######## block 1 ########
Block 1, cell classes on the final placement:
Drawn at 4 px/um. Fill, decap, tap and diode cells in gray.
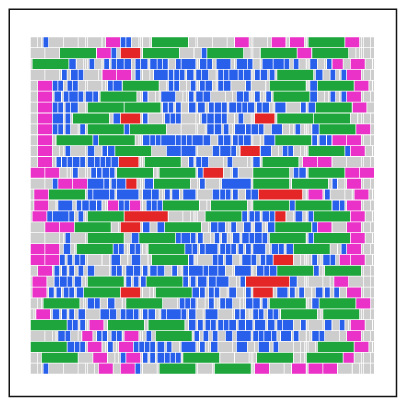

`src/rtl/oaum_operand_normalizer.sv`:
```
// Operand normaliser for the OAUM approximate multiplier mantissa datapath.
// It has two registered stages with valid/ready handshakes on both sides:
//   S1 captures both operands, their leading-zero counts and the zero flag.
//   S2 captures the left-normalised fractions with the hidden one dropped.
module oaum_operand_normalizer #(
  parameter int unsigned BASELINE       = 15,
  parameter int unsigned MANTISSA_WIDTH = 15,
  parameter int unsigned log_n          = 4
) (
  input  logic                      clk,
  input  logic                      rst_n,
  input  logic                      in_valid,
  output logic                      in_ready,
  input  logic [BASELINE:0]         op_a,
  input  logic [BASELINE:0]         op_b,
  output logic                      out_valid,
  input  logic                      out_ready,
  output logic [MANTISSA_WIDTH-1:0] Mantissa_X,
  output logic [MANTISSA_WIDTH-1:0] Mantissa_Y,
  output logic [log_n:0]            lod_a_en,
  output logic [log_n:0]            lod_b_en,
  output logic                      zero
);

  localparam int unsigned OpW = BASELINE + 1;
  localparam int unsigned LzW = log_n + 1;

  // Handshake
  logic adv1, adv2, accept;

  // Stage 1 state
  logic           s1_valid_q;
  logic [OpW-1:0] s1_a_q, s1_b_q;
  logic [LzW-1:0] s1_lzc_a_q, s1_lzc_b_q;
  logic           s1_zero_q;

  // Stage 2 state
  logic                      s2_valid_q;
  logic [MANTISSA_WIDTH-1:0] s2_mant_x_q, s2_mant_y_q;
  logic [LzW-1:0]            s2_lzc_a_q, s2_lzc_b_q;
  logic                      s2_zero_q;

  // Combinational stage results
  logic [LzW-1:0]            lzc_a, lzc_b;
  logic                      in_zero;
  logic [OpW-1:0]            norm_a, norm_b;
  logic [MANTISSA_WIDTH-1:0] mant_x, mant_y;

  // Pipeline advance: S2 frees when empty or draining, S1 frees when S2 can take it.
  always_comb begin
    adv2     = !s2_valid_q || out_ready;
    adv1     = !s1_valid_q || adv2;
    in_ready = adv1;
    accept   = in_valid && adv1;
  end

  // Leading-one detection: the highest set bit wins, so scan upward and let later hits override.
  always_comb begin
    lzc_a = LzW'(BASELINE);
    lzc_b = LzW'(BASELINE);
    for (int i = 0; i <= int'(BASELINE); i++) begin
      if (op_a[i]) lzc_a = LzW'(int'(BASELINE) - i);
      if (op_b[i]) lzc_b = LzW'(int'(BASELINE) - i);
    end
    in_zero = (op_a == '0) || (op_b == '0);
  end

  // Stage 1 register: the data registers load only on an actual transfer.
  always_ff @(posedge clk or negedge rst_n) begin
    if (!rst_n) begin
      s1_valid_q <= 1'b0;
      s1_a_q     <= '0;
      s1_b_q     <= '0;
      s1_lzc_a_q <= '0;
      s1_lzc_b_q <= '0;
      s1_zero_q  <= 1'b0;
    end else if (adv1) begin
      s1_valid_q <= in_valid;
      if (in_valid) begin
        s1_a_q     <= op_a;
        s1_b_q     <= op_b;
        s1_lzc_a_q <= lzc_a;
        s1_lzc_b_q <= lzc_b;
        s1_zero_q  <= in_zero;
      end
    end
  end

  // Barrel normalisation and fraction slice. The hidden one at BASELINE is dropped.
  always_comb begin
    norm_a = s1_a_q << s1_lzc_a_q;
    norm_b = s1_b_q << s1_lzc_b_q;
    mant_x = norm_a[BASELINE-1 -: MANTISSA_WIDTH];
    mant_y = norm_b[BASELINE-1 -: MANTISSA_WIDTH];
    if (s1_zero_q) begin
      mant_x = '0;
      mant_y = '0;
    end
  end

  // Stage 2 register: it holds while stalled, which keeps the outputs stable.
  always_ff @(posedge clk or negedge rst_n) begin
    if (!rst_n) begin
      s2_valid_q  <= 1'b0;
      s2_mant_x_q <= '0;
      s2_mant_y_q <= '0;
      s2_lzc_a_q  <= '0;
      s2_lzc_b_q  <= '0;
      s2_zero_q   <= 1'b0;
    end else if (adv2) begin
      s2_valid_q <= s1_valid_q;
      if (s1_valid_q) begin
        s2_mant_x_q <= mant_x;
        s2_mant_y_q <= mant_y;
        s2_lzc_a_q  <= s1_lzc_a_q;
        s2_lzc_b_q  <= s1_lzc_b_q;
        s2_zero_q   <= s1_zero_q;
      end
    end
  end

  // Outputs come directly from the S2 registers.
  always_comb begin
    out_valid  = s2_valid_q;
    Mantissa_X = s2_mant_x_q;
    Mantissa_Y = s2_mant_y_q;
    lod_a_en   = s2_lzc_a_q;
    lod_b_en   = s2_lzc_b_q;
    zero       = s2_zero_q;
  end

endmodule

```
`config.mk`:
```
export PLATFORM = sky130hd
export DESIGN_NAME = oaum_operand_normalizer
export DESIGN_NICKNAME = d
export VERILOG_FILES = /design/src/rtl/oaum_operand_normalizer.sv
export SDC_FILE = /design/constraint.sdc
export NUM_CORES = 1
export LEC_CHECK = 0
export ABC_AREA = 1
export CORE_MARGIN = 5
export CORE_UTILIZATION = 57
export DETAILED_ROUTE_END_ITERATION = 16
export GPL_ROUTABILITY_DRIVEN = 1
export GPL_TIMING_DRIVEN = 1
export HOLD_SLACK_MARGIN = 0.1
export PLACE_DENSITY_LB_ADDON = 0.05
export SLEW_MARGIN = 20
export SYNTH_ARGS = -nofsm -noshare
export SYNTH_HDL_FRONTEND = slang
export SYNTH_SLANG_ARGS = --single-unit
```
`constraint.sdc`:
```
create_clock -name clk -period 2.8 [get_ports clk]
set_input_delay 0.7 -clock clk [delete_from_list [all_inputs] [get_ports clk]]
set_output_delay 0.7 -clock clk [all_outputs]
set_load 0.01 [all_outputs]
```
######## block 2 ########
--- src/rtl/chunked_add_sub_seq.sv ---
// chunked_add_sub_seq: multi-cycle signed adder/subtractor that walks a
// w-bit operand pair k bits per clock, keeping the inter-chunk carry in a
// register so the combinational carry chain is only k bits long.
// Optional macro ADD_SUB_SATURATE_EN: clamp result to the signed limit on
// overflow (ovf and c_out still report the raw values).
module chunked_add_sub_seq #(
  parameter int w = 16,
  parameter int k = 4
) (
  input  logic         clk,
  input  logic         rst,
  input  logic         start,
  input  logic [w-1:0] op1,
  input  logic [w-1:0] op2,
  input  logic         c_in,
  input  logic         sub,
  output logic         ready,
  output logic         done,
  output logic [w-1:0] result,
  output logic         c_out,
  output logic         ovf
);

  localparam int N  = w / k;
  localparam int CW = (N > 1) ? $clog2(N) : 1;

  typedef enum logic [1:0] {S_IDLE, S_RUN, S_DONE} state_e;

  state_e        state_q, state_d;
  logic [w-1:0]  a_q, a_d;      // op1, shifted right one chunk per RUN cycle
  logic [w-1:0]  b_q, b_d;      // op2 (pre-inverted for sub), shifted likewise
  logic [w-1:0]  acc_q, acc_d;  // partial result, chunks enter at the top
  logic [w-1:0]  res_q, res_d;
  logic          carry_q, carry_d;
  logic [CW-1:0] cnt_q, cnt_d;
  logic          cout_q, cout_d;
  logic          ovf_q, ovf_d;

  // Current chunk always sits in the low k bits of the operand registers,
  // so no variable part-selects are needed.
  logic [k:0]     sum;
  logic           msb_cin;
  logic           ovf_raw;
  logic           last;
  logic [w+k-1:0] acc_cat, a_cat, b_cat;

  assign sum     = {1'b0, a_q[k-1:0]} + {1'b0, b_q[k-1:0]} + {{k{1'b0}}, carry_q};
  assign msb_cin = a_q[k-1] ^ b_q[k-1] ^ sum[k-1];  // carry into the chunk MSB
  assign ovf_raw = msb_cin ^ sum[k];
  assign last    = (cnt_q == CW'(N - 1));
  assign acc_cat = {sum[k-1:0], acc_q};
  assign a_cat   = {{k{1'b0}}, a_q};
  assign b_cat   = {{k{1'b0}}, b_q};

  // Next-state, datapath and handshake decode.
  always_comb begin
    state_d = state_q;
    a_d     = a_q;
    b_d     = b_q;
    acc_d   = acc_q;
    res_d   = res_q;
    carry_d = carry_q;
    cnt_d   = cnt_q;
    cout_d  = cout_q;
    ovf_d   = ovf_q;
    case (state_q)
      S_IDLE, S_DONE: begin
        if (start) begin
          state_d = S_RUN;
          a_d     = op1;
          b_d     = sub ? ~op2 : op2;
          carry_d = sub ? 1'b1 : c_in;
          cnt_d   = '0;
          acc_d   = '0;
        end else if (state_q == S_DONE) begin
          state_d = S_IDLE;
        end
      end
      S_RUN: begin
        a_d     = a_cat[w+k-1:k];
        b_d     = b_cat[w+k-1:k];
        acc_d   = acc_cat[w+k-1:k];
        carry_d = sum[k];
        if (last) begin
          state_d = S_DONE;
          cout_d  = sum[k];
          ovf_d   = ovf_raw;
`ifdef ADD_SUB_SATURATE_EN
          // a_q[k-1] is the latched op1 MSB while the final chunk is live.
          if (ovf_raw)
            res_d = a_q[k-1] ? {1'b1, {(w-1){1'b0}}} : {1'b0, {(w-1){1'b1}}};
          else
            res_d = acc_cat[w+k-1:k];
`else
          res_d = acc_cat[w+k-1:k];
`endif
        end else begin
          cnt_d = cnt_q + CW'(1);
        end
      end
      default: state_d = S_IDLE;
    endcase
  end

  // State and datapath registers; synchronous reset aborts any operation.
  always_ff @(posedge clk) begin
    if (rst) begin
      state_q <= S_IDLE;
      a_q     <= '0;
      b_q     <= '0;
      acc_q   <= '0;
      res_q   <= '0;
      carry_q <= 1'b0;
      cnt_q   <= '0;
      cout_q  <= 1'b0;
      ovf_q   <= 1'b0;
    end else begin
      state_q <= state_d;
      a_q     <= a_d;
      b_q     <= b_d;
      acc_q   <= acc_d;
      res_q   <= res_d;
      carry_q <= carry_d;
      cnt_q   <= cnt_d;
      cout_q  <= cout_d;
      ovf_q   <= ovf_d;
    end
  end

  assign ready  = (state_q != S_RUN);
  assign done   = (state_q == S_DONE);
  assign result = res_q;
  assign c_out  = cout_q;
  assign ovf    = ovf_q;

endmodule

--- config.mk ---
export PLATFORM = sky130hd
export DESIGN_NAME = chunked_add_sub_seq
export DESIGN_NICKNAME = d
export VERILOG_FILES = /design/src/rtl/chunked_add_sub_seq.sv
export SDC_FILE = /design/constraint.sdc
export NUM_CORES = 1
export LEC_CHECK = 0
export ABC_AREA = 1
export CAP_MARGIN = 15
export CORE_ASPECT_RATIO = 1.1
export CORE_UTILIZATION = 50
export CTS_BUF_LIST = sky130_fd_sc_hd__clkbuf_16
export DETAILED_ROUTE_END_ITERATION = 8
export PLACE_DENSITY = 0.77
export SLEW_MARGIN = 20
export SYNTH_ARGS = -nofsm -noshare
export SYNTH_HDL_FRONTEND = slang
export SYNTH_SLANG_ARGS = --single-unit
export TNS_END_PERCENT = 20
--- constraint.sdc ---
create_clock -name clk -period 3.85 [get_ports clk]
set_clock_uncertainty 0.1 [all_clocks]
set_input_delay 0.385 -clock clk [delete_from_list [all_inputs] [get_ports clk]]
set_output_delay 0.385 -clock clk [all_outputs]
set_load 0.1 [all_outputs]

==> screenshots <==
Power grid.
Drawn at 4 px/um. Pins as bars on the die edge.
picture 1
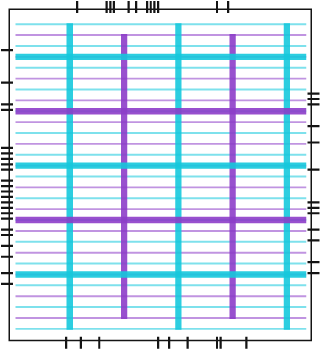
picture 2
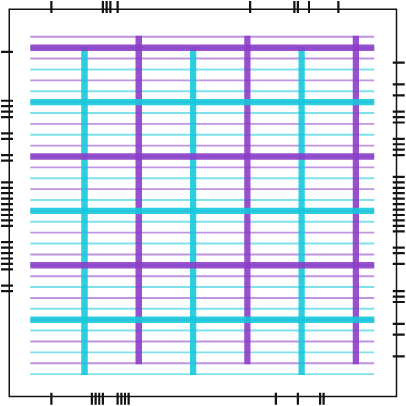
| picture | from |
|---|---|
| picture 1 | block 2 |
| picture 2 | block 1 |

Key to picture 1:
- VDD: purple
- VSS: cyan
- met1 rails: 29
- met5 straps: 5
- rows: 28
- met4 straps: 5
- signal pins: 57

Block 1, routing congestion:
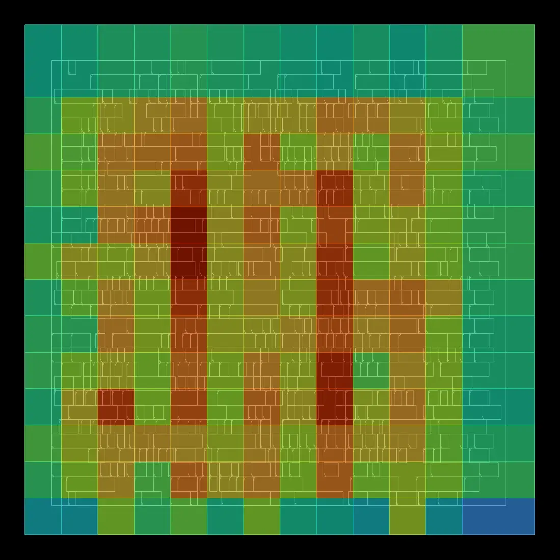
met3 usage: 3.95%
Global Route met2 Usage: 30.2%
grt met1 use: 34.8%

About 'cell classes on the final placement' of block 1:
- clock drivers and dummy loads: red (cells 15)
- other buffers and delay cells: magenta (cells 81)
- all other logic: blue (cells 449)
- flip-flops: green (cells 80)

==> Changelog: implementation, block 1 <==
### Physical design

- Status: completed
- Worst Clk Skew: roughly 0.0078 ns
- Clock Sink Count: around 80
- Ys flop type: dfrtp_1
- IO Pins: roughly 79
- Commonest Layout Cell: nand2_1
- Row count: 31
- Cts hold-fix bufs: 0
- CTS buffer count: 9
- Leak: ~2.5 nW
- # fillers: a little under 600
- Pint: 2.65 mW
- Adder-cell share of the synthesized area: 0%
- Yosys simple share: 25.9%
- NetSw: between 1 and 1.5 mW
- Xor/xnor share: 0%
- CTS tree: yes
- Final Hold Vio Count: 0
- Worst-margin pin slew: between 0.6 and 0.7 ns
- # setup viols final: 0
- R2R setup slack: between 0.9 and 1 ns
- Power Density: roughly 740 mW/mm2
- Area Growth Syn to Fin: 23.3%
- DRT antenna net count: 0
- Cell Chain, Critical Path: clkdlybuf4s50_1 > inv_1 > nand3_2 > clkdlybuf4s50_1
-- block 1: sequential cells by signal, indices dropped and copies added, names as in the netlist --
name and flops:
Mantissa_X 15, zero 1, Mantissa_Y 15, lod_b_en 4, s1_lzc_a_q 4, s1_b_q 15
lod_a_en 4, s1_valid_q 1, s1_zero_q 1, s1_lzc_b_q 4, s1_a_q 15, out_valid 1
-- block 1: cell type report --
| cell class | count | area, um2 | area share (%) |
|---|---|---|---|
| Clock buffer | 10 | 138 | 2.62 |
| Clock inverter | 5 | 105 | 2.00 |
| Inverter | 49 | 186 | 3.55 |
| Multi-Input combinational cell | 400 | 1900 | 36.2 |
| Sequential cell | 80 | 2000 | 38.1 |
| Tap cell | 99 | 124 | 2.36 |
| Timing Repair Buffer | 81 | 796 | 15.1 |
-- block 1: per-stage QoR --
| stage | instances | hold WS [ns] |
|---|---|---|
| after global placement | 709 | 0.464 |
| final | 724 | 0.399 |
| after CTS | 724 | 0.417 |
| after detailed placement | 709 | 0.471 |
| after floorplan | 558 | 0.404 |
| after global routing | 724 | 0.447 |
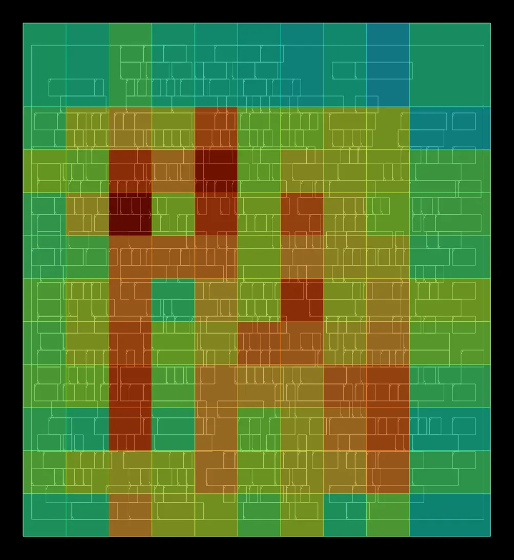
Block 2: routing congestion
met3 usage: 4.37%
Util after Layout: 67.5%
gr busiest metal: met2

==> Changelog: implementation, block 2 <==
### Physical design

- Status: completed
- Power Density: approximately 450 mW/mm2
- Req. time, crit path: 3.37 ns
- # fillers: approximately 510
- Xor/xnor share: 5.06%
- Register share after synthesis: a little under half
- Global-route usage over all layers: ~22%
- Htree depth: 3
- Most frequent cells in the layout: 159 x nand2_1, 67 x dfxtp_1, 56 x clkdlybuf4s50_1, 30 x nand3_1, 26 x inv_1
- Mapped Area: about 0.0029 mm2
- Seq/total area: between 30% and 40%
- Slew HR: 35.1%
- Crit-path max FO: 7
- # setup viols final: 0
- Met1 WL: ~2700 um
- Repair and plain buffers: about 57
- Hold wc startpoint: a_q[15]$_SDFFE_PP0P_
- CTS tree: yes
- Max frequency: between 300 and 400 MHz
- # placed instances: just over 500
- Met3 wire len: about 270 um
block 2: power groups by stage:
stage | Clock [mW] | Sequential, mW | Combinational, mW
global route | 0.804 | 0.748 | 0.217
detailed placement | 0 | 0.759 | 0.193
global placement | 0 | 0.758 | 0.190
finish | 0.760 | 0.745 | 0.193
floorplan | 0 | 0.755 | 0.141
CTS | 0.768 | 0.745 | 0.195
block 2: synth_stat cells, drive strengths merged:
library cell | instances | area share [%]
a21oi | 24 | 4.1
a31oi | 12 | 2.6
buf | 17 | 4.2
clkbuf | 4 | 0.51
dfxtp | 67 | 46
fa | 2 | 1.4
ha | 4 | 1.7
inv | 29 | 3.9
nand2 | 162 | 21
nand3 | 30 | 5.1
nor2 | 18 | 2.6
nor2b | 1 | 0.21
o21a | 2 | 0.51
o21ai | 9 | 1.5
xor2 | 17 | 5.1
block 2: sequential cells by signal (all words and copies together) (netlist names):
name and flops:
a_q 16, acc_q 12, b_q 16, c_out 1
carry_q 1, cnt_q 2, ovf 1, result 16
state_q 2
block 2: worst max-delay path: stages (launching register included):
cell and delay [ns]:
dfxtp_1 0.33, inv_1 0.08, nand2_4 0.12, clkdlybuf4s50_1 1.15


==> notes/layouts.md <==
Pictures saved along the way, in no particular order.

Clock wires, drivers and flops.
Drawn at 6 px/um.
shot_01.png
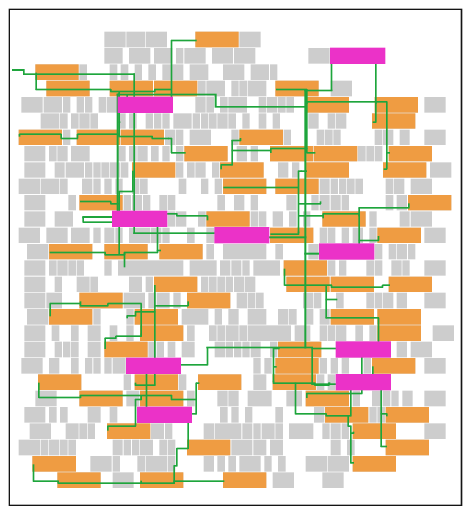
shot_02.png
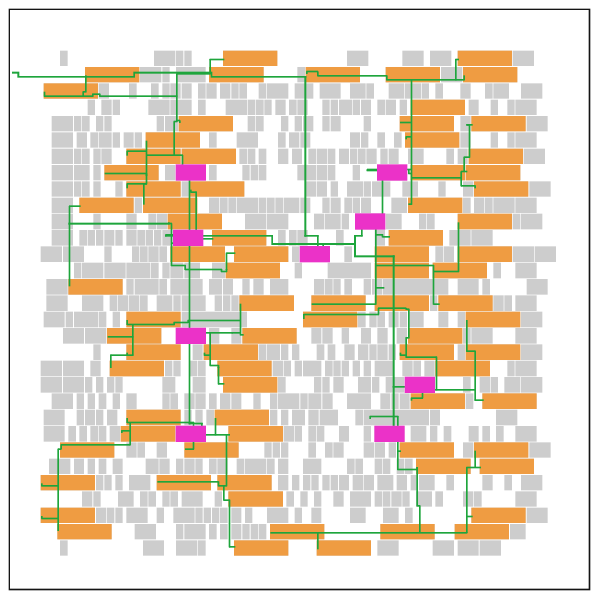
| picture | from |
|---|---|
| shot_01.png | block 2 |
| shot_02.png | block 1 |
- largest die: shot_02.png

Power is estimated from default activity; no workload was simulated.
